# design 1

## config.mk

```make
export PLATFORM = sky130hd
export DESIGN_NAME = bcd_to_binary
export DESIGN_NICKNAME = d
export VERILOG_FILES = /design/src/rtl/bcd_to_binary.sv
export SDC_FILE = /design/constraint.sdc
export NUM_CORES = 1
export LEC_CHECK = 0
export CAP_MARGIN = 20
export CORE_MARGIN = 2
export CORE_UTILIZATION = 58
export CTS_CLUSTER_SIZE = 10
export DETAILED_ROUTE_END_ITERATION = 16
export PLACE_DENSITY_LB_ADDON = 0.3
export SETUP_SLACK_MARGIN = 0.02
export SYNTH_ARGS = -nofsm -noshare
export SYNTH_HDL_FRONTEND = slang
export SYNTH_SLANG_ARGS = --single-unit
```

## constraint.sdc

```tcl
create_clock -name clk -period 2.29 [get_ports clk]
set_clock_uncertainty 0.15 [all_clocks]
set_input_delay 0.458 -clock clk [delete_from_list [all_inputs] [get_ports clk]]
set_output_delay 0.458 -clock clk [all_outputs]
set_load 0.005 [all_outputs]
```

## src/rtl/bcd_to_binary.sv

```systemverilog
// Packed-BCD to binary converter (reverse double-dabble: shift right, then
// subtract 3 from every BCD nibble that reads 8 or more).
// One result per accepted start; all outputs come straight from flops.
//
// state  | meaning
// IDLE   | waiting for start; invalid-digit requests are answered here
// CONV   | performing BIN_W shift/adjust iterations
module bcd_to_binary #(
  parameter int N_DIGITS  = 3,
  parameter int BIN_W     = 10,
  parameter int OVF_LIMIT = 255
) (
  input  logic                  clk,
  input  logic                  rst,
  input  logic                  start,
  input  logic [4*N_DIGITS-1:0] bcd_in,
  output logic [BIN_W-1:0]      bin_out,
  output logic                  ovf,
  output logic                  err,
  output logic                  busy,
  output logic                  done
);

  localparam int BCD_W = 4 * N_DIGITS;
  localparam int SR_W  = BCD_W + BIN_W;
  localparam int CNT_W = $clog2(BIN_W + 1);

  localparam logic [CNT_W-1:0] LAST_ITER = CNT_W'(BIN_W - 1);
  localparam logic [BIN_W-1:0] OVF_LIM_W = BIN_W'(OVF_LIMIT);

  localparam logic [0:0] S_IDLE = 1'b0;
  localparam logic [0:0] S_CONV = 1'b1;

  logic [0:0]       state_q, state_d;
  logic [CNT_W-1:0] cnt_q, cnt_d;
  logic [SR_W-1:0]  sr_q, sr_d;
  logic [BIN_W-1:0] bin_q, bin_d;
  logic             ovf_q, ovf_d;
  logic             err_q, err_d;
  logic             busy_q, busy_d;
  logic             done_q, done_d;

  logic [SR_W-1:0]  sr_shift;
  logic [SR_W-1:0]  sr_adj;
  logic             digit_bad;

  // One iteration: shift whole register right, then correct each BCD nibble.
  always_comb begin
    sr_shift = sr_q >> 1;
    sr_adj   = sr_shift;
    for (int i = 0; i < N_DIGITS; i++) begin
      if (sr_shift[BIN_W + 4*i +: 4] >= 4'd8)
        sr_adj[BIN_W + 4*i +: 4] = sr_shift[BIN_W + 4*i +: 4] - 4'd3;
    end
  end

  // Flag any incoming digit outside 0..9.
  always_comb begin
    digit_bad = 1'b0;
    for (int i = 0; i < N_DIGITS; i++) begin
      if (bcd_in[4*i +: 4] > 4'd9)
        digit_bad = 1'b1;
    end
  end

  // Next-state logic for the sequencer and result registers.
  always_comb begin
    state_d = state_q;
    cnt_d   = cnt_q;
    sr_d    = sr_q;
    bin_d   = bin_q;
    ovf_d   = ovf_q;
    err_d   = err_q;
    busy_d  = busy_q;
    done_d  = 1'b0;
    case (state_q)
      S_IDLE: begin
        if (start) begin
          if (digit_bad) begin
            // Bad input is answered immediately with a zero result.
            bin_d = '0;
            ovf_d = 1'b0;
            err_d = 1'b1;
            done_d = 1'b1;
          end else begin
            sr_d    = {bcd_in, {BIN_W{1'b0}}};
            cnt_d   = '0;
            busy_d  = 1'b1;
            state_d = S_CONV;
          end
        end
      end
      S_CONV: begin
        sr_d  = sr_adj;
        cnt_d = cnt_q + CNT_W'(1);
        if (cnt_q == LAST_ITER) begin
          bin_d   = sr_adj[BIN_W-1:0];
          ovf_d   = (sr_adj[BIN_W-1:0] > OVF_LIM_W);
          err_d   = 1'b0;
          done_d  = 1'b1;
          busy_d  = 1'b0;
          state_d = S_IDLE;
        end
      end
      default: begin
        state_d = S_IDLE;
        busy_d  = 1'b0;
      end
    endcase
  end

  // State and output registers; reset discards any conversion in flight.
  always_ff @(posedge clk or posedge rst) begin
    if (rst) begin
      state_q <= S_IDLE;
      cnt_q   <= '0;
      sr_q    <= '0;
      bin_q   <= '0;
      ovf_q   <= 1'b0;
      err_q   <= 1'b0;
      busy_q  <= 1'b0;
      done_q  <= 1'b0;
    end else begin
      state_q <= state_d;
      cnt_q   <= cnt_d;
      sr_q    <= sr_d;
      bin_q   <= bin_d;
      ovf_q   <= ovf_d;
      err_q   <= err_d;
      busy_q  <= busy_d;
      done_q  <= done_d;
    end
  end

  assign bin_out = bin_q;
  assign ovf     = ovf_q;
  assign err     = err_q;
  assign busy    = busy_q;
  assign done    = done_q;

endmodule
```

==> summary.rpt <==
=== SYNTHESIS / PLACE & ROUTE SUMMARY ===
----------------------------------------------------
[Worst setup path]
  Bufs and invs on worst path ........................ 1
  End of the worst register-to-register path ........................ ovf
  Critical path data required time ........................ about 2.4 ns

[GRT]
  Global-route wire length before repair ........................ 7838 um
  Met2 routing resource usage after global routing ........................ 0.4315

[Power and ir drop]
  Internal power ........................ about 0.0017 W
  Leakage power ........................ about 1.1 nW
  Largest vdd supply drop ........................ between 0.0006 and 0.0007 V
  Relative contribution of combinational cells to total power ........................ 0.371

[Cells and area]
  Final Net Count ........................ 268
  Filler instances ........................ 263
  Post-route cell area ........................ 0.002476 sq mm
  Antenna Cells ........................ 0
  Register Area ........................ 0.001001 sq mm
  Multi-input combinational gate total ........................ 146
  Final design utilization ........................ 0.7479

[Status]
  Outcome ........................ completed

[Synthesis]
  Post-synth design cell area ........................ about 0.002 sq mm
  Average cell area after synthesis ........................ between 9 and 10 sq um
  Adder and majority cell fraction of the synthesized area ........................ 0.03769
  Seq/Total Area, Yosys ........................ 0.5025
  Cell type with the largest total area ........................ sky130_fd_sc_hd__dfrtp_1
  Ys Warns ........................ 0
  Synthesized netlist cell count ........................ 207
  Post-synth area hogs ........................ sky130_fd_sc_hd__dfrtp_1, sky130_fd_sc_hd__nand2_1, sky130_fd_sc_hd__o21ai_0, sky130_fd_sc_hd__ha_1, sky130_fd_sc_hd__nor2b_1
  Synth cell types ........................ 39
  Basic-gate share of the synthesized area counting and, or, nand and nor cells ........................ 0.1979

[Clocking]
  Clock-pin slew on the worst setup and hold paths ........................ about 0.12 ns
  Clock tree root buffer cell ........................ sky130_fd_sc_hd__clkbuf_4
  Max Root-Sink Buffers ........................ 2

----------------------------------------------------
design_1/io_fan.png
Scale: 6 px per um.
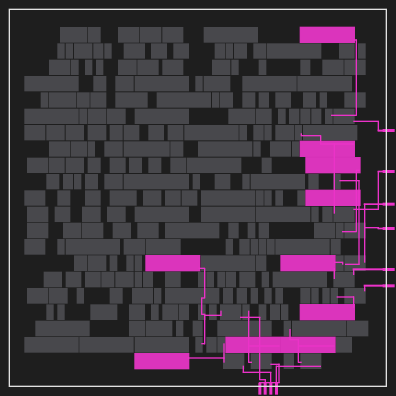
| colour | port | bits | direction | edge | end cells | wire |
|---|---|---|---|---|---|---|
| magenta | `bin_out` | 10 | output | 6 right, 4 bottom | 10 | 218 um |
tally of buffers added on design ports: 28
Ports: 29

design_1/flops_by_reg.png
Scale: 4 px per um.
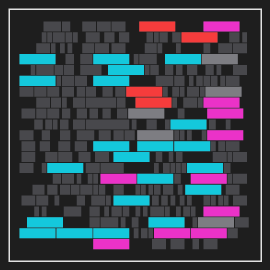
| colour | signal | flops |
|---|---|---|
| magenta | `bin_out` | 10 |
| red | `cnt_q` | 4 |
| cyan | `sr_q` | 21 |


# design 2

design_2/flops_by_reg.png
Scale: 1 px per um.
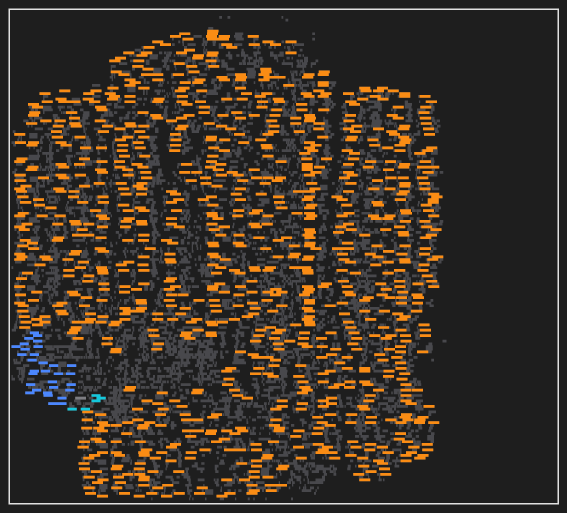
design_2/io_placement.png
Scale: 0.5 px per um. Pins as bars across the die edge, other pins in grey.
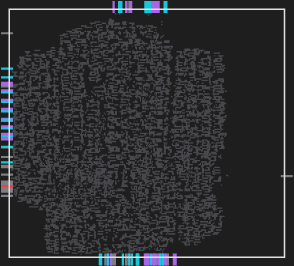
## config.mk

```make
export PLATFORM = sky130hd
export DESIGN_NAME = regfile_mp
export DESIGN_NICKNAME = d
export VERILOG_FILES = /design/src/rtl/regfile_mp.sv
export SDC_FILE = /design/constraint.sdc
export NUM_CORES = 2
export LEC_CHECK = 0
export CORE_ASPECT_RATIO = 0.9
export CORE_UTILIZATION = 24
export CTS_BUF_LIST = sky130_fd_sc_hd__clkbuf_4 sky130_fd_sc_hd__clkbuf_8
export DETAILED_ROUTE_END_ITERATION = 10
export DONT_BUFFER_PORTS = 1
export GPL_TIMING_DRIVEN = 0
export PLACE_DENSITY_LB_ADDON = 0.2
export SLEW_MARGIN = 20
export SYNTH_ARGS = -nofsm -noshare
export SYNTH_HDL_FRONTEND = slang
export SYNTH_SLANG_ARGS = --single-unit
```

## constraint.sdc

```tcl
create_clock -name clk -period 3.8 [get_ports clk]
set_input_delay 0.76 -clock clk [delete_from_list [all_inputs] [get_ports clk]]
set_output_delay 0.76 -clock clk [all_outputs]
set_load 0.05 [all_outputs]
```

## src/rtl/regfile_mp.sv

```systemverilog
// Multi-port integer register file: NREAD combinational read ports with write bypass,
// two prioritised write ports, a post-reset init sequencer and a per-register pending scoreboard.
module regfile_mp #(
  parameter int XLEN    = 32,
  parameter int DEPTH   = 32,
  parameter int NREAD   = 2,
  parameter int SP_IDX  = 2,
  parameter int SP_INIT = 255,
  localparam int AW     = $clog2(DEPTH)
) (
  input  logic                  clk,
  input  logic                  rst,
  input  logic [NREAD*AW-1:0]   read_reg,
  output logic [NREAD*XLEN-1:0] read_data,
  output logic [NREAD-1:0]      read_pending,
  input  logic                  we0,
  input  logic                  we1,
  input  logic [AW-1:0]         wreg0,
  input  logic [AW-1:0]         wreg1,
  input  logic [XLEN-1:0]       wdata0,
  input  logic [XLEN-1:0]       wdata1,
  input  logic                  issue_valid,
  input  logic [AW-1:0]         issue_reg,
  input  logic                  flush,
  output logic                  ready
);

  typedef enum logic {INIT, READY} state_t;

  state_t            r_state, w_next_state;
  logic [AW-1:0]     r_init_idx;
  logic              r_ready;
  logic [XLEN-1:0]   r_regs [DEPTH];
  logic [DEPTH-1:0]  r_pend;

  logic w_run, w_wr0, w_wr1, w_init_last;

  assign w_run       = (r_state == READY);
  assign w_wr0       = w_run && we0 && (wreg0 != '0);
  assign w_wr1       = w_run && we1 && (wreg1 != '0);
  assign w_init_last = (r_init_idx == AW'(DEPTH - 1));
  assign ready       = r_ready;

  always_comb begin
    w_next_state = r_state;
    case (r_state)
      INIT:    if (w_init_last) w_next_state = READY;
      READY:   w_next_state = READY;
      default: w_next_state = INIT;
    endcase
  end

  always_ff @(posedge clk or posedge rst) begin
    if (rst) begin
      r_state    <= INIT;
      r_init_idx <= '0;
      r_ready    <= 1'b0;
    end else begin
      r_state <= w_next_state;
      r_ready <= (w_next_state == READY);
      if (r_state == INIT) r_init_idx <= r_init_idx + 1'b1;
    end
  end

  // Array has no reset: the init sequencer overwrites every entry after each reset.
  always_ff @(posedge clk) begin
    if (r_state == INIT) begin
      r_regs[r_init_idx] <= (r_init_idx == AW'(SP_IDX)) ? XLEN'(SP_INIT) : '0;
    end else begin
      if (w_wr0) r_regs[wreg0] <= wdata0;
      if (w_wr1) r_regs[wreg1] <= wdata1;
    end
  end

  // Issue beats flush beats write-clear; entry 0 never goes pending.
  always_ff @(posedge clk or posedge rst) begin
    if (rst) begin
      r_pend <= '0;
    end else if (w_run) begin
      r_pend[0] <= 1'b0;
      for (int r = 1; r < DEPTH; r++) begin
        if (issue_valid && issue_reg == AW'(r))
          r_pend[r] <= 1'b1;
        else if (flush)
          r_pend[r] <= 1'b0;
        else if ((w_wr0 && wreg0 == AW'(r)) || (w_wr1 && wreg1 == AW'(r)))
          r_pend[r] <= 1'b0;
      end
    end
  end

  for (genvar g = 0; g < NREAD; g++) begin : g_rd
    logic [AW-1:0]   w_rr;
    logic [XLEN-1:0] w_rd;
    logic            w_pd;

    assign w_rr = read_reg[g*AW +: AW];

    always_comb begin
      w_rd = '0;
      if (w_run && w_rr != '0) begin
        if (we1 && wreg1 == w_rr)      w_rd = wdata1;
        else if (we0 && wreg0 == w_rr) w_rd = wdata0;
        else                           w_rd = r_regs[w_rr];
      end
    end

    // A write landing this cycle bypasses its data, so the hazard is already resolved.
    assign w_pd = w_run && r_pend[w_rr]
               && !(w_wr0 && wreg0 == w_rr) && !(w_wr1 && wreg1 == w_rr);

    assign read_data[g*XLEN +: XLEN] = w_rd;
    assign read_pending[g]           = w_pd;
  end

endmodule

```

==> summary.rpt <==
=== SYNTHESIS / PLACE & ROUTE SUMMARY ===
----------------------------------------------------
[Status]
  Outcome ........................ complete, but fails checks
  Violations in the final reports ........................ negative setup slack

[Die]
  Core Rows ........................ ~180
  Ports ........................ about 160

[Synthesis]
  Post-synth area hogs ........................ sky130_fd_sc_hd__edfxtp_1, sky130_fd_sc_hd__mux2i_1, sky130_fd_sc_hd__o21ai_0, sky130_fd_sc_hd__nand2_1, sky130_fd_sc_hd__mux4_2
  Area reported by Yosys stat ........................ 0.06427 sq mm
  Synth cell types ........................ 72
  Register bit count reported by yosys ........................ 1061
  Ys Warns ........................ 0
  Synth Area in XOR/XNOR ........................ 0.003134
  Post-synthesis net count ........................ 6175

[Drt]
  Via total after detailed routing ........................ around 60000
  DRC violations left ........................ 0
  Drt first pass iters ........................ 6
  Length of routed wiring on met1 ........................ 154000 um

[STA]
  Setup_tns ........................ -26.44 ns
  Worst setup margin ........................ -0.5690 ns
  Number of failing setup endpoints in the final timing report ........................ ~130

[Power and ir drop]
  Tot Pwr ........................ 0.02961 W
  Total sequential power ........................ 0.0130 W

[Cells and area]
  Portion of the layout cell area used by non-clock buffers ........................ 0.09371
  Count of sequential standard cells ........................ 1061
  Fraction of final layout cells sized beyond drive strength 1 ........................ 0.2143

[Clocking]
  Clock-pin slew on the worst setup and hold paths ........................ 0.06 ns
  CTS resizes ........................ 514
  TritonCTS buffer count ........................ 197

[Worst setup path]
  Data arrival time of the critical path ........................ 3.61 ns
  Delay of the slowest critical-path stage ........................ 0.68 ns

[GRT]
  Maximum number of pins on one net before global-route repair ........................ 27
  Global Route met1 Usage ........................ 0.3630

[Job]
  Tool warnings ........................ 31

----------------------------------------------------
Notes on design_2/flops_by_reg.png above:
| colour | signal | flops |
|---|---|---|
| blue | `r_pend` | 31 |
| orange | `r_regs` | 1024 |
| cyan | `r_init_idx` | 5 |
not coloured: 1
final design utilization: 0.2962
fraction of area in registers: 0.4030
Register Area: 0.03168 sq mm

Notes on design_2/io_placement.png above:
| colour | port | pins | direction | edge |
|---|---|---|---|---|
| cyan | `wdata1` | 32 | input | 12 bottom, 10 top, 10 left |
| purple | `read_data` | 64 | output | 26 bottom, 20 top, 18 left |
| red | `issue_valid` | 1 | input | left |
all pins by edge: 64 bottom, 57 left, 40 top, 1 right


# design 3

design_3/wires.png
Scale: 8 px per um.
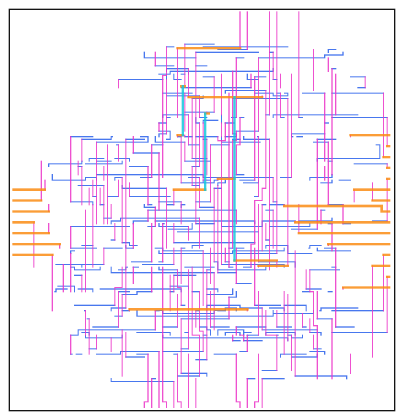
design_3/layer_met2.png
Scale: 6 px per um.
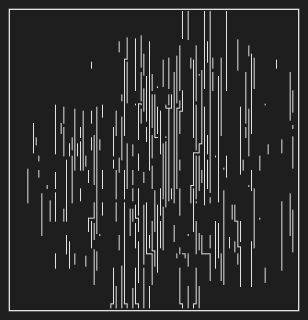
design_3/io_placement.png
Scale: 6 px per um. Pins as bars across the die edge, other pins in grey.
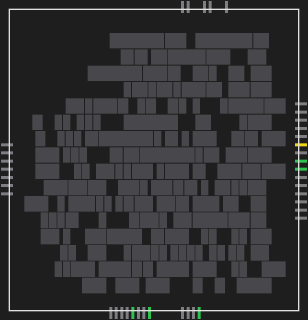
`src/rtl/hazard_controller.sv`:
```
`default_nettype none
// ============================================================================
//  Module      : hazard_controller
//  Description : Hazard detection and sequencing for the 5-stage MIPS core.
//                Detects load-use, early-branch operand and MDU result
//                hazards, drives F/D stall and D/E flush, selects decode-stage
//                branch forwarding and sequences the multi-cycle MDU with a
//                busy down-counter.
//  Revision    : 1.0 - initial release
// ============================================================================
module hazard_controller #(
    parameter int MUL_LATENCY = 3,
    parameter int DIV_LATENCY = 8
) (
    input  logic       clk,
    input  logic       rst_n,
    input  logic [4:0] rs_D,
    input  logic [4:0] rt_D,
    input  logic       branch_D,
    input  logic       branch_taken_D,
    input  logic       mdu_use_D,
    input  logic [4:0] write_reg_E,
    input  logic       reg_write_E,
    input  logic       mem_to_reg_E,
    input  logic       mdu_start_E,
    input  logic       mdu_op_E,
    input  logic [4:0] write_reg_M,
    input  logic       reg_write_M,
    input  logic       mem_to_reg_M,
    output logic       stall_F,
    output logic       stall_D,
    output logic       flush_D,
    output logic       flush_E,
    output logic       forward_a_D,
    output logic       forward_b_D,
    output logic       mdu_busy,
    output logic       mdu_done
);

    // Counter must hold DIV_LATENCY-1; a single bit is the floor.
    localparam int CNT_W = (DIV_LATENCY > 1) ? $clog2(DIV_LATENCY) : 1;
    localparam logic [CNT_W-1:0] c_MUL_LOAD = CNT_W'(MUL_LATENCY - 1);
    localparam logic [CNT_W-1:0] c_DIV_LOAD = CNT_W'(DIV_LATENCY - 1);
    localparam logic [CNT_W-1:0] c_CNT_ONE  = CNT_W'(1);

    typedef enum logic [0:0] {
        S_IDLE = 1'b0,
        S_BUSY = 1'b1
    } state_t;

    state_t           r_state;
    logic [CNT_W-1:0] r_cnt;

    logic w_lw_stall;
    logic w_br_stall;
    logic w_mdu_stall;
    logic w_stall;

    // Register 0 is hard-wired, so it never creates a dependence.
    function automatic logic f_match(input logic [4:0] x, input logic [4:0] r);
        return (x != 5'd0) && (x == r);
    endfunction

    // A load in E cannot forward to the instruction in D in time.
    assign w_lw_stall = mem_to_reg_E && reg_write_E &&
                        (f_match(write_reg_E, rs_D) || f_match(write_reg_E, rt_D));

    // The branch compares in D, so an E producer (any) or an M load is too late.
    assign w_br_stall = branch_D &&
                        ((reg_write_E  && (f_match(write_reg_E, rs_D) || f_match(write_reg_E, rt_D))) ||
                         (mem_to_reg_M && (f_match(write_reg_M, rs_D) || f_match(write_reg_M, rt_D))));

    // HI/LO users wait for a running operation or one being launched from E.
    assign w_mdu_stall = mdu_use_D &&
                         ((r_state == S_BUSY) || ((r_state == S_IDLE) && mdu_start_E));

    assign w_stall = w_lw_stall || w_br_stall || w_mdu_stall;

    // Pipeline controls are held inactive while the core is in reset.
    assign stall_F = rst_n && w_stall;
    assign stall_D = rst_n && w_stall;
    assign flush_E = rst_n && w_stall;
    // A stall keeps the branch in D; it re-resolves and squashes afterwards.
    assign flush_D = rst_n && branch_taken_D && !w_stall;

    // ALU result sitting in M is forwarded to the D-stage comparator.
    assign forward_a_D = reg_write_M && !mem_to_reg_M && f_match(write_reg_M, rs_D);
    assign forward_b_D = reg_write_M && !mem_to_reg_M && f_match(write_reg_M, rt_D);

    assign mdu_busy = (r_state == S_BUSY);
    assign mdu_done = (r_state == S_BUSY) && (r_cnt == '0);

    // MDU sequencer: load latency-1 on start, count down, finish at zero.
    // Starts while busy are ignored; a flush of E does not cancel a start.
    always_ff @(posedge clk or negedge rst_n) begin
        if (!rst_n) begin
            r_state <= S_IDLE;
            r_cnt   <= '0;
        end else begin
            case (r_state)
                S_IDLE: begin
                    if (mdu_start_E) begin
                        r_cnt   <= mdu_op_E ? c_DIV_LOAD : c_MUL_LOAD;
                        r_state <= S_BUSY;
                    end
                end
                S_BUSY: begin
                    if (r_cnt != '0) begin
                        r_cnt <= r_cnt - c_CNT_ONE;
                    end else begin
                        r_state <= S_IDLE;
                    end
                end
                default: begin
                    r_state <= S_IDLE;
                end
            endcase
        end
    end

endmodule
`default_nettype wire

```
`config.mk`:
```
export PLATFORM = sky130hd
export DESIGN_NAME = hazard_controller
export DESIGN_NICKNAME = d
export VERILOG_FILES = /design/src/rtl/hazard_controller.sv
export SDC_FILE = /design/constraint.sdc
export NUM_CORES = 1
export LEC_CHECK = 0
export ABC_AREA = 1
export CORE_AREA = 2 2 46 48
export CTS_CLUSTER_DIAMETER = 60
export CTS_CLUSTER_SIZE = 30
export DETAILED_ROUTE_END_ITERATION = 7
export DIE_AREA = 0 0 48 50
export PLACE_DENSITY = 0.72
export SYNTH_ARGS = -nofsm -noshare
export SYNTH_HDL_FRONTEND = slang
export SYNTH_SLANG_ARGS = --single-unit
```
`constraint.sdc`:
```
create_clock -name clk -period 1.2 [get_ports clk]
set_input_delay 0.18 -clock clk [delete_from_list [all_inputs] [get_ports clk]]
set_output_delay 0.18 -clock clk [all_outputs]
set_load 0.02 [all_outputs]
```
==> summary.rpt <==
=== SYNTHESIS / PLACE & ROUTE SUMMARY ===
----------------------------------------------------
[Synthesis]
  Post-synth area hogs ........................ sky130_fd_sc_hd__nand2_1, sky130_fd_sc_hd__dfrtp_1, sky130_fd_sc_hd__xor2_1, sky130_fd_sc_hd__inv_1, sky130_fd_sc_hd__nor2_1
  Ys Warns ........................ 0
  Synthesized netlist cell count ........................ 116
  Post-synthesis net count ........................ 149

[STA]
  Number of failing setup endpoints in the final timing report ........................ 10
  Number of hold violations in the final report ........................ 0
  Maximum clock skew at final layout ........................ roughly 0.018 ns
  Peak clock frequency supported by timing ........................ 0.6924 GHz
  Fin. max-slew vios ........................ 0
  Unrepaired setup endpoints after global routing ........................ yes
  Setup_tns ........................ -1.139 ns
  Worst setup margin ........................ -0.2442 ns

[Power and ir drop]
  Power Combinational ........................ 0.00116 W
  Power density over the cells ........................ 1230 mW/mm^2
  Power share of the sequential group ........................ 0.158
  Net switching component of the power ........................ 0.0007169 W

[Cells and area]
  Register Area ........................ 101.3 sq um
  Final Net Count ........................ 201

[Clocking]
  Worst-Skew Late Latency ........................ ~0.25 ns
  CTS Sinks ........................ 4

[Worst setup path]
  Endpoint type of the worst setup path ........................ output port

[Status]
  Violations in the final reports ........................ negative setup slack
  Outcome ........................ complete, but fails checks

[Die]
  Floorplan die area ........................ 0.002400 sq mm

[Place]
  Global placement routability congestion ........................ 0.8073

----------------------------------------------------
About design_3/wires.png:
| colour | layer | wire length |
|---|---|---|
| cyan | metal 4 | 36.0 um |
| magenta | metal 2 | 1090 um |
| blue | metal 1 | 875 um |
| orange | metal 3 | 143 um |
aggregate routed wire length: 2140 um
total global routing track utilization: 0.1788
via total after detailed routing: 880

About design_3/layer_met2.png:
nets with wire on the layer: 166
longest straight run: 30.2 um
share of all routed wire: 51%
wire length on this layer: 1090 um
main direction: vertical
met2 routing resource usage after global routing: 0.3044

About design_3/io_placement.png:
| colour | port | pins | direction | edge |
|---|---|---|---|---|
| yellow | `stall_D` | 1 | output | right |
| green | `write_reg_M` | 5 | input | 3 bottom, 2 right |


# design 4

File: src/rtl/prog_seq.sv
// prog_seq -- program sequencer that fetches 8-bit words from program memory
// and issues 4-bit instructions to an ICU.
//
// Program word layout: [7:4] opcode, [3:0] operand.
//   4'hC  JMP   the next word holds the full 8-bit jump target
//   4'hF  HALT  stop until 'run' is pulsed, then resume at the following word
//   4'hE  SKZ   skip the next word when 'result' is 0 (PROG_SEQ_SKZ_EN only)
//   other       issued to the ICU as I = opcode, io_addr = operand
//
// Optional feature macro: PROG_SEQ_SKZ_EN
//   Defined   : opcode 4'hE is the skip-if-zero instruction.
//   Undefined : opcode 4'hE is an ordinary ICU opcode, and 'result' is unused.
//
// Ports
//   clk        in   system clock; all state changes on the rising edge
//   rst        in   synchronous active-high reset
//   run        in   resume request, looked at only while halted
//   mem_req    out  program-memory read request
//   mem_addr   out  program-memory word address (always the PC)
//   mem_data   in   program word returned by memory
//   mem_ready  in   memory data valid; a transfer needs mem_req and mem_ready
//   result     in   ICU result register, tested by SKZ
//   I          out  instruction to the ICU (4'h0 when nothing is issued)
//   io_addr    out  operand of the issued instruction (4'h0 when not issuing)
//   issue      out  one-cycle strobe marking a real ICU instruction on I
//   halted     out  high while in the HALT state
module prog_seq (
  input  logic       clk,
  input  logic       rst,
  input  logic       run,
  output logic       mem_req,
  output logic [7:0] mem_addr,
  input  logic [7:0] mem_data,
  input  logic       mem_ready,
  input  logic       result,
  output logic [3:0] I,
  output logic [3:0] io_addr,
  output logic       issue,
  output logic       halted
);

  localparam logic [1:0] S_FETCH = 2'd0;
  localparam logic [1:0] S_ISSUE = 2'd1;
  localparam logic [1:0] S_JTGT  = 2'd2;
  localparam logic [1:0] S_HALT  = 2'd3;

  localparam logic [3:0] OP_JMP  = 4'hC;
  localparam logic [3:0] OP_SKZ  = 4'hE;
  localparam logic [3:0] OP_HALT = 4'hF;

  logic [1:0] state_reg, state_next;
  logic [7:0] pc_reg, pc_next;
  logic [7:0] ir_reg, ir_next;

  logic [3:0] opcode;
  logic [7:0] pc_plus1;
  logic       icu_op;
  logic       in_fetch_or_jtgt;
  logic       xfer;

  assign opcode   = ir_reg[7:4];
  assign pc_plus1 = pc_reg + 8'd1;

  // Opcodes that are consumed by the sequencer itself never reach the ICU.
`ifdef PROG_SEQ_SKZ_EN
  assign icu_op = (opcode != OP_JMP) && (opcode != OP_HALT) && (opcode != OP_SKZ);
`else
  assign icu_op = (opcode != OP_JMP) && (opcode != OP_HALT);
  // result only matters to SKZ; keep the port but consume it explicitly.
  logic unused_result;
  assign unused_result = result;
`endif

  assign in_fetch_or_jtgt = (state_reg == S_FETCH) || (state_reg == S_JTGT);

  // A ready pulse counts only while a request is outstanding, so stray
  // mem_ready activity in ISSUE/HALT is ignored.
  assign xfer = in_fetch_or_jtgt && mem_ready;

  always_comb begin
    state_next = state_reg;
    pc_next    = pc_reg;
    ir_next    = ir_reg;
    case (state_reg)
      S_FETCH: begin
        if (xfer) begin
          ir_next    = mem_data;
          state_next = S_ISSUE;
        end
      end
      S_ISSUE: begin
        // Every opcode steps past its own word; JMP then reads the target
        // word at the new PC, SKZ may step one further.
        pc_next    = pc_plus1;
        state_next = S_FETCH;
        if (opcode == OP_JMP) begin
          state_next = S_JTGT;
        end else if (opcode == OP_HALT) begin
          state_next = S_HALT;
        end
`ifdef PROG_SEQ_SKZ_EN
        else if ((opcode == OP_SKZ) && !result) begin
          pc_next = pc_reg + 8'd2;
        end
`endif
      end
      S_JTGT: begin
        if (xfer) begin
          pc_next    = mem_data;
          state_next = S_FETCH;
        end
      end
      S_HALT: begin
        if (run) begin
          state_next = S_FETCH;
        end
      end
      default: begin
        state_next = S_FETCH;
      end
    endcase
  end

  always_ff @(posedge clk) begin
    if (rst) begin
      state_reg <= S_FETCH;
      pc_reg    <= 8'h00;
      ir_reg    <= 8'h00;
    end else begin
      state_reg <= state_next;
      pc_reg    <= pc_next;
      ir_reg    <= ir_next;
    end
  end

  // Outputs decode only state, PC and IR. They are also forced idle while
  // rst is high, so the bus is quiet even in the cycle reset is applied and
  // the registers have not yet been cleared.
  always_comb begin
    mem_req  = !rst && in_fetch_or_jtgt;
    mem_addr = rst ? 8'h00 : pc_reg;
    issue    = !rst && (state_reg == S_ISSUE) && icu_op;
    I        = issue ? ir_reg[7:4] : 4'h0;
    io_addr  = issue ? ir_reg[3:0] : 4'h0;
    halted   = !rst && (state_reg == S_HALT);
  end

endmodule

File: config.mk
export PLATFORM = sky130hd
export DESIGN_NAME = prog_seq
export DESIGN_NICKNAME = d
export VERILOG_FILES = /design/src/rtl/prog_seq.sv
export SDC_FILE = /design/constraint.sdc
export NUM_CORES = 1
export LEC_CHECK = 0
export ABC_AREA = 1
export CORE_UTILIZATION = 30
export DETAILED_ROUTE_END_ITERATION = 10
export MAX_ROUTING_LAYER = met4
export PLACE_DENSITY = 0.63
export SETUP_SLACK_MARGIN = 0.3
export SYNTH_ARGS = -nofsm -noshare
export SYNTH_HDL_FRONTEND = slang
export SYNTH_SLANG_ARGS = --single-unit
File: constraint.sdc
create_clock -name clk -period 1.2 [get_ports clk]
set_input_delay 0.24 -clock clk [delete_from_list [all_inputs] [get_ports clk]]
set_output_delay 0.24 -clock clk [all_outputs]
set_load 0.005 [all_outputs]
design_4/wires.png
Scale: 6 px per um.
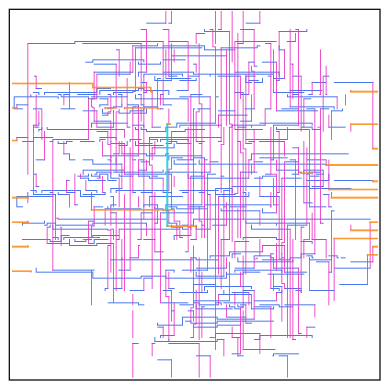
| colour | layer | wire length |
|---|---|---|
| orange | metal 3 | 114 um |
| blue | metal 1 | 1580 um |
| magenta | metal 2 | 1760 um |
| cyan | metal 4 | 17.0 um |
post-DR wirelength/cell: 11.37 um
total global routing track utilization: 0.1882
aggregate routed wire length: 3478 um
via total after detailed routing: 1347

design_4/congestion.png
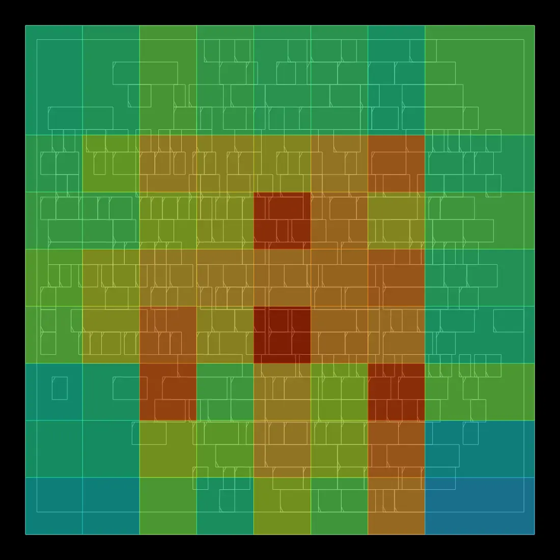
met2 routing resource usage after global routing: 0.3195
Global Route met1 Usage: 0.2380
met3 layer usage reported by global route: 0.02521
final design utilization: 0.6127

design_4/io_placement.png
Scale: 4 px per um. Pins as bars across the die edge, other pins in grey.
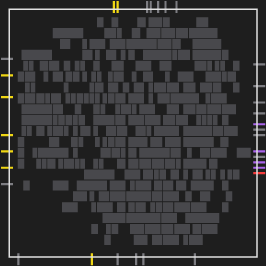
| colour | port | pins | direction | edge |
|---|---|---|---|---|
| purple | `I` | 4 | output | right |
| yellow | `mem_addr` | 8 | output | 5 left, 2 top, 1 bottom |
| red | `issue` | 1 | output | right |

==> summary.rpt <==
=== SYNTHESIS / PLACE & ROUTE SUMMARY ===
----------------------------------------------------
[Cells and area]
  Fraction of final layout cells sized beyond drive strength 1 ........................ 0.6038

[Clocking]
  Number of buffers added for setup after CTS ........................ 13
  Clock tree root buffer cell ........................ sky130_fd_sc_hd__clkbuf_4

[Synthesis]
  Fraction of registers with async set or reset after synthesis ........................ 0
  Synth cell types ........................ 21
  Multiplexer share of the synthesized area ........................ 0

[Job]
  Tool warnings ........................ 30

[Drt]
  Ratio of routed vias to standard cells ........................ 4.402

[Status]
  Violations in the final reports ........................ negative setup slack
  Outcome ........................ complete, but fails checks

[Power and ir drop]
  Total sequential power ........................ 0.000659 W
  Net switching component of the power ........................ 0.0004769 W
  Power density over the cells ........................ about 750 mW/mm^2

[Worst setup path]
  Endpoint type of the worst setup path ........................ output port

[STA]
  Number of failing setup endpoints in the final timing report ........................ 26
  Worst setup margin ........................ -0.4603 ns

----------------------------------------------------


==> notes/layouts.md <==
Pictures saved along the way, in no particular order.

Routing congestion map.
image #1
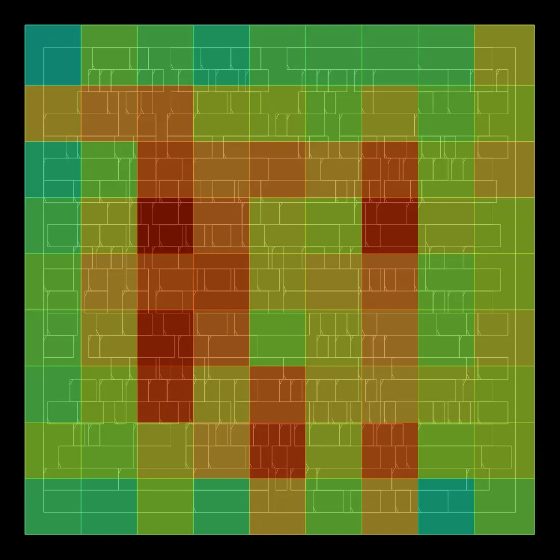
image #2
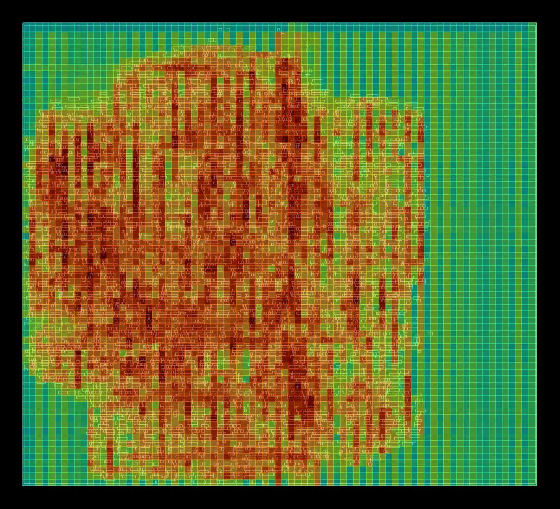
image #3
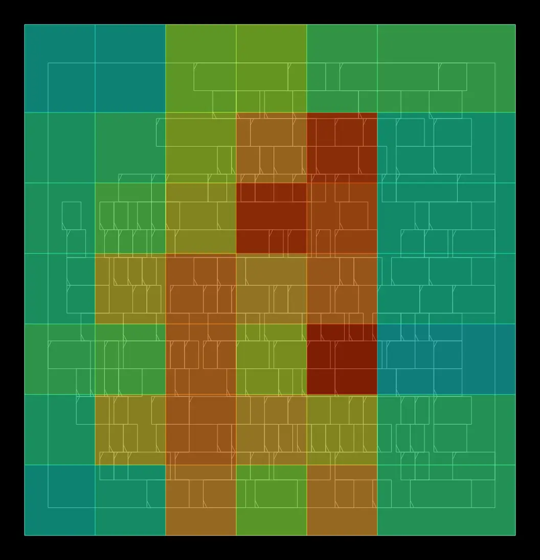
| from | picture |
|---|---|
| design 2 | image #2 |
| design 1 | image #1 |
| design 3 | image #3 |
The one with the lowest utilization is image #2.
The one with the lowest track usage is image #3.

No activity file was given, so power comes from the tool's default toggle rates.
